==================== block 1
**Block 1: gate-type map**

Drawn at 2 px/µm.
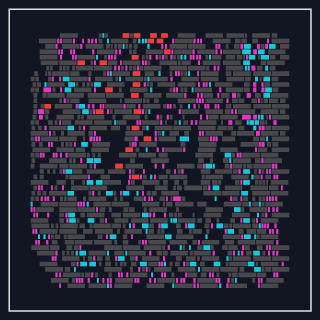

===== config.mk =====
export PLATFORM = sky130hd
export DESIGN_NAME = stage5_writeback
export DESIGN_NICKNAME = d
export VERILOG_FILES = /design/src/rtl/stage5_writeback.sv
export SDC_FILE = /design/constraint.sdc
export NUM_CORES = 1
export LEC_CHECK = 0
export CORE_MARGIN = 10
export CORE_UTILIZATION = 65
export CTS_BUF_LIST = sky130_fd_sc_hd__clkbuf_8
export CTS_CLUSTER_DIAMETER = 150
export DETAILED_ROUTE_END_ITERATION = 6
export DONT_BUFFER_PORTS = 1
export PLACE_DENSITY_LB_ADDON = 0.15
export SLEW_MARGIN = 20
export SYNTH_ARGS = -nofsm -noshare
export SYNTH_HDL_FRONTEND = slang
export SYNTH_SLANG_ARGS = --single-unit
export TNS_END_PERCENT = 50

===== constraint.sdc =====
create_clock -name clk -period 3.8 [get_ports clk]
set_input_delay 0.76 -clock clk [delete_from_list [all_inputs] [get_ports clk]]
set_output_delay 0.76 -clock clk [all_outputs]
set_load 0.02 [all_outputs]

===== src/rtl/stage5_writeback.sv =====
// LEGv8 writeback stage: 2-entry skid FIFO in front of the register-file write port.
// Optional `LEGV8_WB_FORWARD_EN adds a combinational forwarding lookup over pending writes.
module stage5_writeback #(
    parameter int unsigned DATA_W = 64,
    parameter int unsigned REG_AW = 5
) (
    input  logic              clk,
    input  logic              rst_n,
    input  logic              in_valid,
    output logic              in_ready,
    input  logic [REG_AW-1:0] in_rd,
    input  logic              in_regwrite,
    input  logic              in_memtoreg,
    input  logic [DATA_W-1:0] in_alu_result,
    input  logic [DATA_W-1:0] in_mem_data,
    input  logic [1:0]        in_load_size,
    input  logic              in_load_signed,
    input  logic              rf_busy,
    output logic              rf_wr_en,
    output logic [REG_AW-1:0] rf_wr_addr,
    output logic [DATA_W-1:0] rf_wr_data,
    output logic [31:0]       wb_retired
`ifdef LEGV8_WB_FORWARD_EN
    ,
    input  logic [REG_AW-1:0] fwd_rd,
    output logic              fwd_hit,
    output logic [DATA_W-1:0] fwd_data
`endif
);

    localparam logic [REG_AW-1:0] XZR = REG_AW'(31);

    typedef struct packed {
        logic [REG_AW-1:0] rd;
        logic              we;
        logic [DATA_W-1:0] data;
    } wb_entry_t;

    typedef enum logic [1:0] {
        EMPTY = 2'd0,
        ONE   = 2'd1,
        FULL  = 2'd2
    } fifo_state_t;

    fifo_state_t state;
    wb_entry_t   slot0;  // head
    wb_entry_t   slot1;  // second entry, valid only in FULL
    wb_entry_t   new_entry;
    logic        push;
    logic        pop;

    // Right-aligned load data, extended from the selected field width.
    function automatic logic [DATA_W-1:0] load_ext(input logic [DATA_W-1:0] m,
                                                    input logic [1:0]        sz,
                                                    input logic              sgn);
        logic [DATA_W-1:0] r;
        case (sz)
            2'b00:   r = {{(DATA_W-8){sgn & m[7]}}, m[7:0]};
            2'b01:   r = {{(DATA_W-16){sgn & m[15]}}, m[15:0]};
            2'b10:   r = {{(DATA_W-32){sgn & m[31]}}, m[31:0]};
            default: r = m;
        endcase
        return r;
    endfunction

    assign in_ready = (state != FULL);
    assign push     = in_valid && in_ready;
    assign pop      = (state != EMPTY) && !rf_busy;

    always_comb begin
        new_entry.rd   = in_rd;
        new_entry.we   = in_regwrite && (in_rd != XZR);
        new_entry.data = in_memtoreg ? load_ext(in_mem_data, in_load_size, in_load_signed)
                                     : in_alu_result;
    end

    // FIFO occupancy, write port and retire counter.
    always_ff @(posedge clk or negedge rst_n) begin
        if (!rst_n) begin
            state      <= EMPTY;
            slot0      <= '0;
            slot1      <= '0;
            rf_wr_en   <= 1'b0;
            rf_wr_addr <= '0;
            rf_wr_data <= '0;
            wb_retired <= '0;
        end else begin
            if (pop) begin
                rf_wr_en   <= slot0.we;
                rf_wr_addr <= slot0.rd;
                rf_wr_data <= slot0.data;
                wb_retired <= wb_retired + 32'd1;
            end else begin
                rf_wr_en <= 1'b0;
            end

            case (state)
                EMPTY: begin
                    if (push) begin
                        slot0 <= new_entry;
                        state <= ONE;
                    end
                end
                ONE: begin
                    case ({push, pop})
                        2'b11: slot0 <= new_entry;
                        2'b10: begin
                            slot1 <= new_entry;
                            state <= FULL;
                        end
                        2'b01: state <= EMPTY;
                        default: ;
                    endcase
                end
                FULL: begin
                    if (pop) begin
                        slot0 <= slot1;
                        state <= ONE;
                    end
                end
                default: state <= EMPTY;
            endcase
        end
    end

`ifdef LEGV8_WB_FORWARD_EN
    wb_entry_t tail;
    logic      pend;

    assign tail = (state == FULL) ? slot1 : slot0;
    assign pend = (state != EMPTY);

    // Youngest match wins: tail, then head, then the write in flight.
    always_comb begin
        fwd_hit  = 1'b0;
        fwd_data = '0;
        if (fwd_rd != XZR) begin
            if (pend && tail.we && (tail.rd == fwd_rd)) begin
                fwd_hit  = 1'b1;
                fwd_data = tail.data;
            end else if (pend && slot0.we && (slot0.rd == fwd_rd)) begin
                fwd_hit  = 1'b1;
                fwd_data = slot0.data;
            end else if (rf_wr_en && (rf_wr_addr == fwd_rd)) begin
                fwd_hit  = 1'b1;
                fwd_data = rf_wr_data;
            end
        end
    end
`endif

endmodule


==================== block 2
===== config.mk =====
export PLATFORM = sky130hd
export DESIGN_NAME = apb_requester
export DESIGN_NICKNAME = d
export VERILOG_FILES = /design/src/rtl/apb_requester.sv
export SDC_FILE = /design/constraint.sdc
export NUM_CORES = 1
export LEC_CHECK = 0
export ABC_AREA = 1
export CAP_MARGIN = 0
export CORE_MARGIN = 3
export CORE_UTILIZATION = 25
export DETAILED_ROUTE_END_ITERATION = 16
export PLACE_DENSITY_LB_ADDON = 0.12
export SLEW_MARGIN = 20
export SYNTH_ARGS = -nofsm -noshare
export SYNTH_HDL_FRONTEND = slang
export SYNTH_SLANG_ARGS = --single-unit

===== constraint.sdc =====
create_clock -name pclk -period 1.6 [get_ports pclk]
set_clock_uncertainty 0.2 [all_clocks]
set_input_delay 0.32 -clock pclk [delete_from_list [all_inputs] [get_ports pclk]]
set_output_delay 0.32 -clock pclk [all_outputs]
set_load 0.02 [all_outputs]

===== src/rtl/apb_requester.sv =====
// apb_requester: single-outstanding APB requester.
// Takes one read/write command on a valid/ready port and runs the APB
// SETUP/ACCESS sequence on the bus. The read data, or a timeout error,
// comes back on a valid/ready response port.
//
// state  | meaning
// -------+--------------------------------------------------------------
// IDLE   | bus idle, cmd_ready=1, waiting for cmd_valid
// SETUP  | psel=1, penable=0 for exactly one cycle
// ACCESS | psel=penable=1, waiting for pready or a timeout abort
// RESP   | bus idle, response held until rsp_ready
module apb_requester #(
    parameter int ADDR_W  = 5,
    parameter int DATA_W  = 32,
    parameter int TIMEOUT = 16,
    parameter int CNT_W   = 8
) (
    input  logic              pclk,
    input  logic              prst_n,
    input  logic              cmd_valid,
    output logic              cmd_ready,
    input  logic              cmd_write,
    input  logic [ADDR_W-1:0] cmd_addr,
    input  logic [DATA_W-1:0] cmd_wdata,
    output logic              rsp_valid,
    input  logic              rsp_ready,
    output logic [DATA_W-1:0] rsp_rdata,
    output logic              rsp_err,
    output logic              psel,
    output logic              penable,
    output logic              pwrite,
    output logic [ADDR_W-1:0] paddr,
    output logic [DATA_W-1:0] pwdata,
    input  logic              pready,
    input  logic [DATA_W-1:0] prdata
);

    localparam logic [1:0] ST_IDLE   = 2'd0;
    localparam logic [1:0] ST_SETUP  = 2'd1;
    localparam logic [1:0] ST_ACCESS = 2'd2;
    localparam logic [1:0] ST_RESP   = 2'd3;

    // Value the wait counter holds in the last ACCESS cycle before an
    // abort. It is only used when TIMEOUT is non-zero.
    localparam logic [CNT_W-1:0] CNT_LAST = CNT_W'((TIMEOUT > 0) ? (TIMEOUT - 1) : 0);
    localparam bit               TO_EN    = (TIMEOUT != 0);

    logic [1:0]       state;
    logic [CNT_W-1:0] wait_cnt;

    // Commands are accepted only in IDLE, which keeps one command outstanding.
    assign cmd_ready = (state == ST_IDLE);

    // Sequencer: APB phases, wait-state timeout and response holding.
    always_ff @(posedge pclk or negedge prst_n) begin
        if (!prst_n) begin
            state     <= ST_IDLE;
            wait_cnt  <= '0;
            psel      <= 1'b0;
            penable   <= 1'b0;
            pwrite    <= 1'b0;
            paddr     <= '0;
            pwdata    <= '0;
            rsp_valid <= 1'b0;
            rsp_rdata <= '0;
            rsp_err   <= 1'b0;
        end else begin
            case (state)
                ST_IDLE: begin
                    if (cmd_valid) begin
                        pwrite  <= cmd_write;
                        paddr   <= cmd_addr;
                        pwdata  <= cmd_wdata;
                        psel    <= 1'b1;
                        penable <= 1'b0;
                        state   <= ST_SETUP;
                    end else begin
                        psel    <= 1'b0;
                    end
                end
                ST_SETUP: begin
                    penable  <= 1'b1;
                    wait_cnt <= '0;
                    state    <= ST_ACCESS;
                end
                ST_ACCESS: begin
                    // pready is checked before the timeout, so a completion
                    // in the final allowed cycle still counts as a success.
                    if (pready) begin
                        psel      <= 1'b0;
                        penable   <= 1'b0;
                        rsp_rdata <= pwrite ? '0 : prdata;
                        rsp_err   <= 1'b0;
                        rsp_valid <= 1'b1;
                        state     <= ST_RESP;
                    end else if (TO_EN && (wait_cnt == CNT_LAST)) begin
                        psel      <= 1'b0;
                        penable   <= 1'b0;
                        rsp_rdata <= '0;
                        rsp_err   <= 1'b1;
                        rsp_valid <= 1'b1;
                        state     <= ST_RESP;
                    end else begin
                        wait_cnt  <= wait_cnt + CNT_W'(1);
                    end
                end
                ST_RESP: begin
                    if (rsp_ready) begin
                        rsp_valid <= 1'b0;
                        state     <= ST_IDLE;
                    end
                end
                default: begin
                    psel      <= 1'b0;
                    penable   <= 1'b0;
                    rsp_valid <= 1'b0;
                    state     <= ST_IDLE;
                end
            endcase
        end
    end

endmodule



==> screenshots <==
A small window of the routed layout.
Plate I
Region (50, 25) to (75, 50) µm. Cells in gray, sequential cells in the stronger gray; small squares are vias.
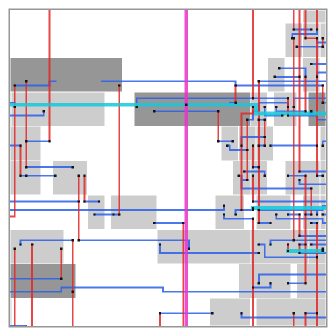
Plate II
Region (63, 33) to (88, 58) µm. Cells in gray, sequential cells in the stronger gray; small squares are vias.
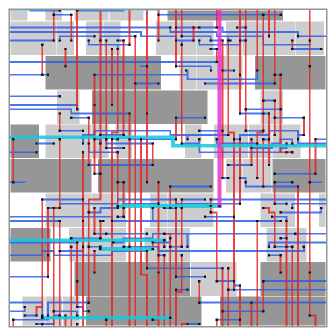
block 1: Plate II
block 2: Plate I

**Block 2: routing congestion**

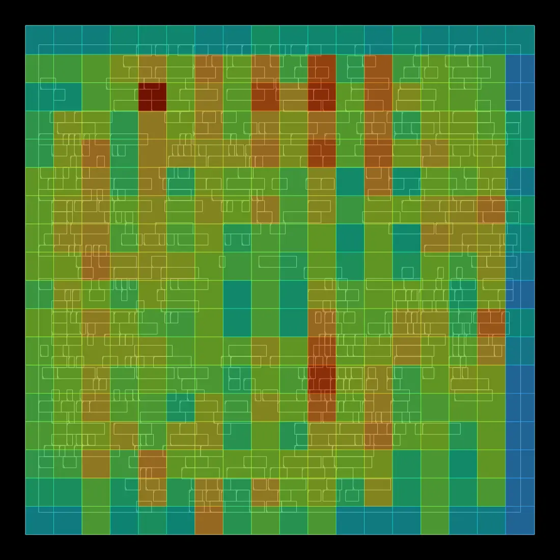
busiest grt layer: met2
Total GRT Usage: 13.8%
GR Layer Usage met2: 21.4%
M1 GR Usage: 17.1%

==> run notes, block 2 <==
flow finished, numbers: DR pass1 iterations 4, num rows 42, most instantiated logic cells after routing nand2_1 (89), dfrtp_1 (84), clkdlybuf4s50_1 (73), Clk. pwr 2.22 mW, vias per cell 4.26, NetSw 4.06 mW, Max Used Layer met4, fin crit period 1.68 ns, Post-CTS Setup Repair Bufs 8, RD Place Congestion 0.769, XOR Share, Synth 0.500%, Antenna Violating Nets Remaining 0, ys cells 322, Post-Layout Cell Count 695, sequential power share 30.8%, HP Class input pin to async pin, max_slew headroom 80.0%, setup slack, reg-to-reg -0.08 ns, Logic family by area simple AND/OR/NAND/NOR gates, RR Endpoint pwdata[25], Setup CP Type flip-flop to flip-flop, fp_density 26.0%, Cell Area, Placed 5420 µm², and+or+nand+nor area frac 20.4%, Worst Setup Slack, final -0.0815 ns, Largest Pwr Group combinational logic, CP max stage cell dfrtp_1, Routed WL 10.6 mm, CORE AREA 13500 µm², status finished, violations left, number of global-route vias before repair 3141, Final setup viols 82, Fin. Hold Viols 0, adder share 1.79%, Design Power 11.2 mW, diode count 0, failing checks setup timing, cell-internal power 7.18 mW, Pwr Density 1840 nW/µm², fraction of layout cells with a size suffix above 1 25.0%, Final nets 594, Root Driver clkbuf_16
-- block 2: cell usage after synthesis --
master,number,share of area [%]
a21boi_0,1,0.21
buf_2,6,0.86
buf_4,4,0.86
buf_6,1,0.32
clkbuf_1,3,0.32
dfrtp_1,84,60
ha_1,5,1.8
inv_1,10,1.1
inv_2,1,0.11
mux2_2,38,12
nand2_1,93,10
nand2_2,1,0.18
nand2_4,1,0.32
nand3_1,46,6.6
nand3_2,1,0.29
nand4_1,3,0.54
nand4_2,1,0.36
nor2_1,6,0.64
nor2_2,1,0.18
nor2_4,2,0.64
nor3_1,1,0.14
nor3b_1,1,0.21
o211ai_1,1,0.21
o21ai_0,2,0.29
o21ai_1,3,0.43
o21bai_1,2,0.43
or2_2,2,0.36
xnor2_1,1,0.25
xor2_1,1,0.25
-- block 2: final cells by class --
| class | count | share of cell area (%) |
|---|---|---|
| clock inverter | 6 | 1.43 |
| multi-input combinational | 215 | 24.2 |
| timing repair buffer | 193 | 32.0 |
| inverter | 11 | 0.715 |
| sequential | 84 | 34.3 |
| clock buffer | 10 | 3.74 |
| tap | 176 | 3.60 |
**Block 1: where the registers sit**

Drawn at 2 px/µm.
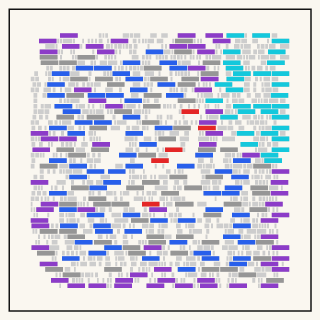
legend:
  blue:
    netlist_name: `slot1`
    placed_flops: 70
  purple:
    netlist_name: `rf_wr_data`
    placed_flops: 64
    where: widely spread
  red:
    netlist_name: `rf_wr_addr`
    placed_flops: 5
    where: center
  cyan:
    netlist_name: `wb_retired`
    placed_flops: 32
not colored: 73

**Block 1: ports around the boundary**

Drawn at 3 px/µm. Pins as bars across the die edge, other pins in gray.
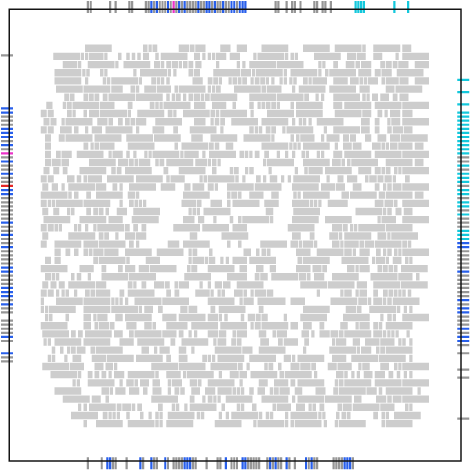
legend:
  magenta:
    port: `in_load_size`
    pins: 2
    direction: input
    edge: 1 top, 1 left
  cyan:
    port: `wb_retired`
    pins: 32
    direction: output
    edge: 26 right, 6 top
  red:
    port: `in_memtoreg`
    pins: 1
    direction: input
    edge: left
  blue:
    port: `in_alu_result`
    pins: 64
    direction: input
    edge: 21 left, 19 bottom, 15 top, 9 right
all pins by edge: 65 right, 61 left, 60 top, 59 bottom

Notes on 'gate-type map' of block 1 above:
legend:
  red:
    family: mux cells
    cells: 22
  magenta:
    family: nand cells
    cells: 333
    where: widely spread
  cyan:
    family: nor cells
    cells: 132

==> run notes, block 1 <==
flow finished, numbers: status finished, violations left, failing checks hold timing, Final nets 1265, crit path to in_ready, Max IR drop VDD 0.445 mV, Die H 150 µm, num rows 47, DRT iter0 DRCs 560, clock network power share 26.6%, sequential power share 56.3%, synthesized area 11000 µm², Comb gate area 4540 µm², Clock-cell share 6.54%, final hold slack -0.0796 ns, Routed WL 28.3 mm, FF+latch count, synth 244, tool warnings 30, CTS Sinks 244, ys cells 1159, Seq share, synth 55.5%, Max Used Layer met5, die area 22500 µm², logic share of the area 38.3%, Total GRT Usage 24.8%, crit path DRT 3.04 ns, cell-internal power 5.34 mW, switching share of power 35.2%, GR Util met3 8.70%, RD Place Congestion 0.822, most numerous cell in the Yosys netlist nand2_1, met1 wire length 11.7 mm, Fin. Hold Viols 90, cell chain of the critical path buf_4, nor2b_4, inv_1, critical path's largest stage delay 0.78 ns, Cells after Synth 1159, Combinational Power Share 17.2%, HP Class input pin to async pin, critical path fanouts, max 23
[block 1: worst register-to-register path, stage by stage, from the launching register on]
cell,delay (ns)
dfrtp_1,0.64
nor2b_1,0.58
nand2_4,0.52
buf_12,0.38
o31ai_1,0.26
[block 1: placed cells by master, fill, tap and decap left out, drive strengths merged, types with 2 or more instances in the layout]
cell and count:
o211ai 3, clkbuf 51, nor3 12, nand3 12
o41ai 32, nand4 8, nor4 3, and2 19
and4 4, o21ai 59, inv 24, mux2 13
a31oi 13, nor2b 2, xor2 13, a21oi 105
dfrtp 244, o31ai 32, nor2 67, o22ai 17
nor4bb 47, buf 13, mux2i 9, xnor2 18
nand2 310, and3 4
[block 1: cell families after synthesis]
group,after synthesis,synth area share [%]
AND-OR/OR-AND,266,14.5
multiplexers,22,2.15
flip-flops,244,55.5
AND/OR/NAND/NOR,494,21.6
XOR/XNOR,31,2.47
buffers and inverters,101,3.68
adder cells (fa/ha/maj),1,0.114
[block 1: registers in the layout, summed over array words and instances, names as in the netlist]
name,cells
slot1,70
wb_retired,32
rf_wr_addr,5
state,2
rf_wr_data,64
rf_wr_en,1
slot0,70

==================== block 3
**src/rtl/mips_pkg.sv**
```systemverilog
// ---------------------------------------------------------------------------
// mips_pkg: shared constants and types for the instruction fetch slice.
//   XLEN / INSTR_BYTES : machine word width and instruction size in bytes
//   DEFAULT_RESET_PC   : PC loaded on reset unless overridden
//   fetch_entry_t      : {pc, instr} pair held in the fetch buffer
//   fetch_state_e      : fetch FSM states (RUN, HALT)
//   word_align()       : clears the byte-offset bits of an address
// ---------------------------------------------------------------------------
package mips_pkg;

  localparam int XLEN        = 32;
  localparam int INSTR_BYTES = 4;

  localparam logic [XLEN-1:0] DEFAULT_RESET_PC = 32'h0000_0000;

  typedef struct packed {
    logic [XLEN-1:0] pc;
    logic [XLEN-1:0] instr;
  } fetch_entry_t;

  typedef enum logic [0:0] {
    RUN  = 1'b0,
    HALT = 1'b1
  } fetch_state_e;

  // Masking (rather than slicing) keeps every address bit in use.
  function automatic logic [XLEN-1:0] word_align(input logic [XLEN-1:0] addr);
    return addr & ~(XLEN'(INSTR_BYTES - 1));
  endfunction

endpackage

```
**src/rtl/fetch_fifo.sv**
```systemverilog
// ---------------------------------------------------------------------------
// fetch_fifo: synchronous circular buffer of fetch entries.
//   clk, rst : clock, asynchronous active-high reset of pointers/count
//   push     : write din at the tail (ignored when full unless pop is set)
//   pop      : release the head (ignored when empty)
//   flush    : discard all entries; wins over push
//   din/dout : entry written / entry at the head (undefined when empty)
//   count    : number of stored entries, full/empty flags
// BUF_DEPTH must be a power of two and at least 2 so the pointers wrap by
// simple overflow.
// ---------------------------------------------------------------------------
module fetch_fifo
  import mips_pkg::*;
#(
  parameter int BUF_DEPTH = 2
) (
  input  logic                         clk,
  input  logic                         rst,
  input  logic                         push,
  input  logic                         pop,
  input  logic                         flush,
  input  fetch_entry_t                 din,
  output fetch_entry_t                 dout,
  output logic [$clog2(BUF_DEPTH):0]   count,
  output logic                         full,
  output logic                         empty
);

  localparam int PW = $clog2(BUF_DEPTH);
  localparam int CW = PW + 1;

  fetch_entry_t  mem_p0 [BUF_DEPTH];
  logic [PW-1:0] wr_ptr;
  logic [PW-1:0] rd_ptr;
  logic [CW-1:0] count_q;
  logic          push_ok;
  logic          pop_ok;

  assign full    = (count_q == CW'(BUF_DEPTH));
  assign empty   = (count_q == '0);
  assign count   = count_q;
  assign dout    = mem_p0[rd_ptr];
  // A full buffer still accepts a push when the head leaves in the same cycle.
  assign push_ok = push && !flush && (!full || pop);
  assign pop_ok  = pop && !empty;

  // Storage stage: entry data carries no reset, emptiness is tracked by count.
  always_ff @(posedge clk) begin
    if (push_ok) mem_p0[wr_ptr] <= din;
  end

  always_ff @(posedge clk or posedge rst) begin
    if (rst) begin
      wr_ptr  <= '0;
      rd_ptr  <= '0;
      count_q <= '0;
    end else if (flush) begin
      wr_ptr  <= '0;
      rd_ptr  <= '0;
      count_q <= '0;
    end else begin
      if (push_ok) wr_ptr <= wr_ptr + PW'(1);
      if (pop_ok)  rd_ptr <= rd_ptr + PW'(1);
      count_q <= count_q + CW'(push_ok) - CW'(pop_ok);
    end
  end

endmodule

```
**src/rtl/instr_fetch.sv**
```systemverilog
// ---------------------------------------------------------------------------
// instr_fetch: fetch stage driving a combinational instruction memory.
//   clk, rst        : clock, asynchronous active-high reset
//   imem_pc         : address presented to instruction memory (pc register)
//   imem_instr      : word at imem_pc, same cycle
//   redirect_valid  : taken branch/jump; flushes the buffer, loads redirect_pc
//   redirect_pc     : redirect target (byte offset bits ignored)
//   out_valid/ready : valid/ready handshake towards decode
//   out_instr/out_pc/out_pc_plus4 : head entry (last popped entry when empty)
//   halted          : fetch stopped at end of memory and buffer drained
// Optional build macro FETCH_PERF_EN adds saturating counters:
//   perf_fetched    : number of fetches
//   perf_stall      : cycles with out_valid && !out_ready
// ---------------------------------------------------------------------------
module instr_fetch
  import mips_pkg::*;
#(
  parameter logic [31:0] RESET_PC   = DEFAULT_RESET_PC,
  parameter int          IMEM_WORDS = 64,
  parameter int          BUF_DEPTH  = 2
) (
  input  logic        clk,
  input  logic        rst,
  output logic [31:0] imem_pc,
  input  logic [31:0] imem_instr,
  input  logic        redirect_valid,
  input  logic [31:0] redirect_pc,
  output logic        out_valid,
  input  logic        out_ready,
  output logic [31:0] out_instr,
  output logic [31:0] out_pc,
  output logic [31:0] out_pc_plus4,
  output logic        halted
`ifdef FETCH_PERF_EN
  ,
  output logic [31:0] perf_fetched,
  output logic [31:0] perf_stall
`endif
);

  // One extra bit so the end-of-memory bound cannot overflow.
  localparam logic [XLEN:0] PC_LIMIT =
    (XLEN+1)'(longint'(IMEM_WORDS) * longint'(INSTR_BYTES));
  localparam int CW = $clog2(BUF_DEPTH) + 1;

  logic [XLEN-1:0] pc_p0;
  fetch_state_e    state_p0;
  fetch_entry_t    head_p1;
  fetch_entry_t    last_p1;
  fetch_entry_t    fetch_p0;
  logic [CW-1:0]   count_p1;
  logic            full_p1;
  logic            empty_p1;
  logic            vld_p1;
  logic            pop;
  logic            in_range;
  logic            fetch;

  assign in_range = ({1'b0, pc_p0} < PC_LIMIT);
  assign vld_p1   = (count_p1 != '0);
  assign pop      = vld_p1 && out_ready;
  assign fetch    = (state_p0 == RUN) && !redirect_valid && in_range &&
                    (!full_p1 || pop);
  assign fetch_p0 = '{pc: pc_p0, instr: imem_instr};

  // Fetch stage: pc register and run/halt control.
  always_ff @(posedge clk or posedge rst) begin
    if (rst) begin
      pc_p0    <= RESET_PC;
      state_p0 <= RUN;
    end else if (redirect_valid) begin
      pc_p0    <= word_align(redirect_pc);
      state_p0 <= RUN;
    end else if ((state_p0 == RUN) && !in_range) begin
      state_p0 <= HALT;
    end else if (fetch) begin
      pc_p0    <= pc_p0 + XLEN'(INSTR_BYTES);
    end
  end

  // Buffer stage: fetched {pc, instr} pairs waiting for decode.
  fetch_fifo #(
    .BUF_DEPTH (BUF_DEPTH)
  ) u_fifo (
    .clk   (clk),
    .rst   (rst),
    .push  (fetch),
    .pop   (pop),
    .flush (redirect_valid),
    .din   (fetch_p0),
    .dout  (head_p1),
    .count (count_p1),
    .full  (full_p1),
    .empty (empty_p1)
  );

  // The buffer slot under the read pointer is stale once popped, so the
  // last handed-over entry is kept here to hold the outputs while empty.
  always_ff @(posedge clk or posedge rst) begin
    if (rst)      last_p1 <= '0;
    else if (pop) last_p1 <= head_p1;
  end

  // Output stage: head entry towards decode.
  assign out_valid    = vld_p1;
  assign out_instr    = vld_p1 ? head_p1.instr : last_p1.instr;
  assign out_pc       = vld_p1 ? head_p1.pc    : last_p1.pc;
  assign out_pc_plus4 = out_pc + XLEN'(INSTR_BYTES);
  assign imem_pc      = pc_p0;
  assign halted       = (state_p0 == HALT) && empty_p1;

`ifdef FETCH_PERF_EN
  function automatic logic [31:0] sat_inc(input logic [31:0] v);
    return (v == 32'hFFFF_FFFF) ? v : v + 32'd1;
  endfunction

  always_ff @(posedge clk or posedge rst) begin
    if (rst) begin
      perf_fetched <= '0;
      perf_stall   <= '0;
    end else begin
      if (fetch)                 perf_fetched <= sat_inc(perf_fetched);
      if (vld_p1 && !out_ready)  perf_stall   <= sat_inc(perf_stall);
    end
  end
`endif

endmodule

```
**config.mk**
```make
export PLATFORM = sky130hd
export DESIGN_NAME = instr_fetch
export DESIGN_NICKNAME = d
export VERILOG_FILES = /design/src/rtl/mips_pkg.sv /design/src/rtl/fetch_fifo.sv /design/src/rtl/instr_fetch.sv
export SDC_FILE = /design/constraint.sdc
export NUM_CORES = 1
export LEC_CHECK = 0
export CAP_MARGIN = 5
export CORE_ASPECT_RATIO = 0.7
export CORE_MARGIN = 3
export CORE_UTILIZATION = 35
export CTS_BUF_LIST = sky130_fd_sc_hd__clkbuf_8
export CTS_CLUSTER_DIAMETER = 200
export CTS_CLUSTER_SIZE = 8
export DETAILED_ROUTE_END_ITERATION = 7
export HOLD_SLACK_MARGIN = 0.12
export SLEW_MARGIN = 40
export SYNTH_ARGS = -nofsm -noshare
export SYNTH_HDL_FRONTEND = slang
export SYNTH_SLANG_ARGS = --single-unit
```
**constraint.sdc**
```tcl
create_clock -name clk -period 16.3 [get_ports clk]
set_input_delay 2.445 -clock clk [delete_from_list [all_inputs] [get_ports clk]]
set_output_delay 2.445 -clock clk [all_outputs]
set_load 0.02 [all_outputs]
```
**Block 3: gate-type map**

Drawn at 1.5 px/µm.
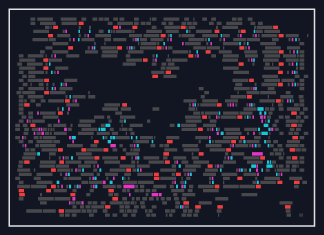
legend:
  magenta:
    family: nand cells
    cells: 94
    where: widely spread
  cyan:
    family: nor cells
    cells: 96
    where: widely spread
  red:
    family: mux cells
    cells: 86
    where: widely spread
Post-Layout Cell Count: 1318
Commonest Layout Cell: clkdlybuf4s50_1
logic share of the area: 25.0%

**Block 3: routing congestion**

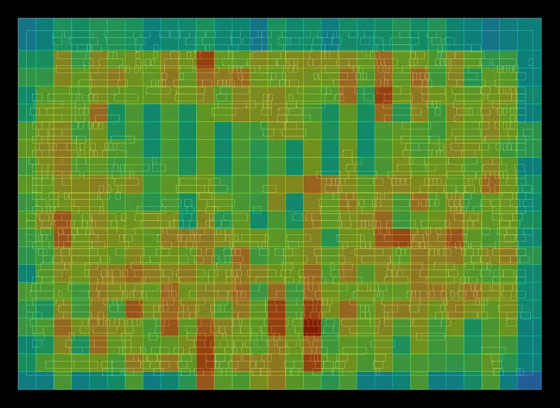
M1 GR Usage: 23.5%
drt wl/cell: 17.8 µm
GR Util met3: 3.19%
GR Layer Usage met2: 24.3%

state kept, by name, indices dropped and copies added, names as in the netlist:
name           cells
u_fifo.count       2
u_fifo.rd_ptr      1
imem_pc           30
state_p0           1
u_fifo.wr_ptr      1
u_fifo.mem_p0    124
last_p1           62
worst max-delay path: cells and delay by family (launching register included):
kind	cells	cell delay [ns]
buffers and inverters	2	1.39
and+or+nand+nor	4	1.23
DFF	1	0.73
AOI/OAI and AO/OA	1	0.39
xor gates and xnor gates	1	0.17
report_power, final:
part	switching [mW]	total (mW)	internal (mW)
Sequential	0.0600	0.730	0.670
Combinational	0.542	0.964	0.422
Clock	0.202	0.378	0.176
Total	0.805	2.07	1.27
layer usage:
layer	track usage (%)	vias to the layer above	share of wire, %
li1	-	3043	-
met1	23.5	3027	50
met2	24.3	172	44
met3	3.19	29	5.5
met4	2.73	0	1.2
met5	0	-	0
final cells by class:
cell class                 count  area, µm²
sequential                   221       6160
fill                        2404      13900
clock buffer                  31        427
multi-input combinational    471       3050
inverter                      14       55.1
clock inverter                26       98.8
timing repair buffer         198       1980
tap                          357        447
==> run notes <==
flow finished, numbers: status completed, gr ovfl total 0, RD Place Congestion 0.767, Worst Setup Start Kind flip-flop, max-slew violations 0, FF+latch count, synth 221, Max IR drop VDD 0.0882 mV, syn avg cell area 12.6 µm², worst setup path startpoint u_fifo.count[1], Setup WS pre-CTS 9.88 ns, first-pass GRT wire length 36.3 mm, maxcap violations 0, r2r startpoint imem_pc[26], max_slew headroom 44.6%, Reg clk slew, reported paths 0.07 ns, initial antenna violation count 1, DRC Markers 0, Antenna Violating Nets Remaining 0, Synth Area in Compound Gates 8.03%, TritonCTS clock tree done, final instance area 12200 µm², XOR Share, Synth 3.43%, most used flip-flop cell edfxtp_1, Post-synth top cells edfxtp_1 (124), dfrtp_1 (97), nand2_1 (78), o21ai_0 (70), mux2i_1 (63), clk buf depth 3, Final Core Density 46.8%, Worst setup EP type output pin, num rows 49, crit path DRT 13.86 ns, Seq share, synth 65.1%, crit path to out_pc_plus4[31], Fmax 144 MHz, CTS Sinks 221, RR Endpoint u_fifo.mem_p0[1][43], post-CTS sizing 0, Post-CTS Setup Repair Bufs 0, Fin. Hold Viols 0, ys cells 749, yosys stat chip area 9460 µm², number of global-route vias before repair 6252, Root Driver clkbuf_8, most instantiated logic cells after routing clkdlybuf4s50_1 (188), edfxtp_1 (124), dfrtp_1 (94), RSZ-0062 raised after global routing no, fin crit period 6.95 ns, vias per cell 4.76, placed insts 1261, area fraction in mux cells 9.41%, CORE AREA 26100 µm², Post-synth EDFFs 124, Cells after Synth 749, adder share 0.529%, number of buffers added on ports 189, die area 29100 µm², final hold slack 0.476 ns, Yosys top cell by area edfxtp_1, most numerous cell in the Yosys netlist edfxtp_1, DRT iter0 DRCs 337, Setup TNS Final 0 ns

Power figures rest on the tool's default switching activity, not on a simulated workload.
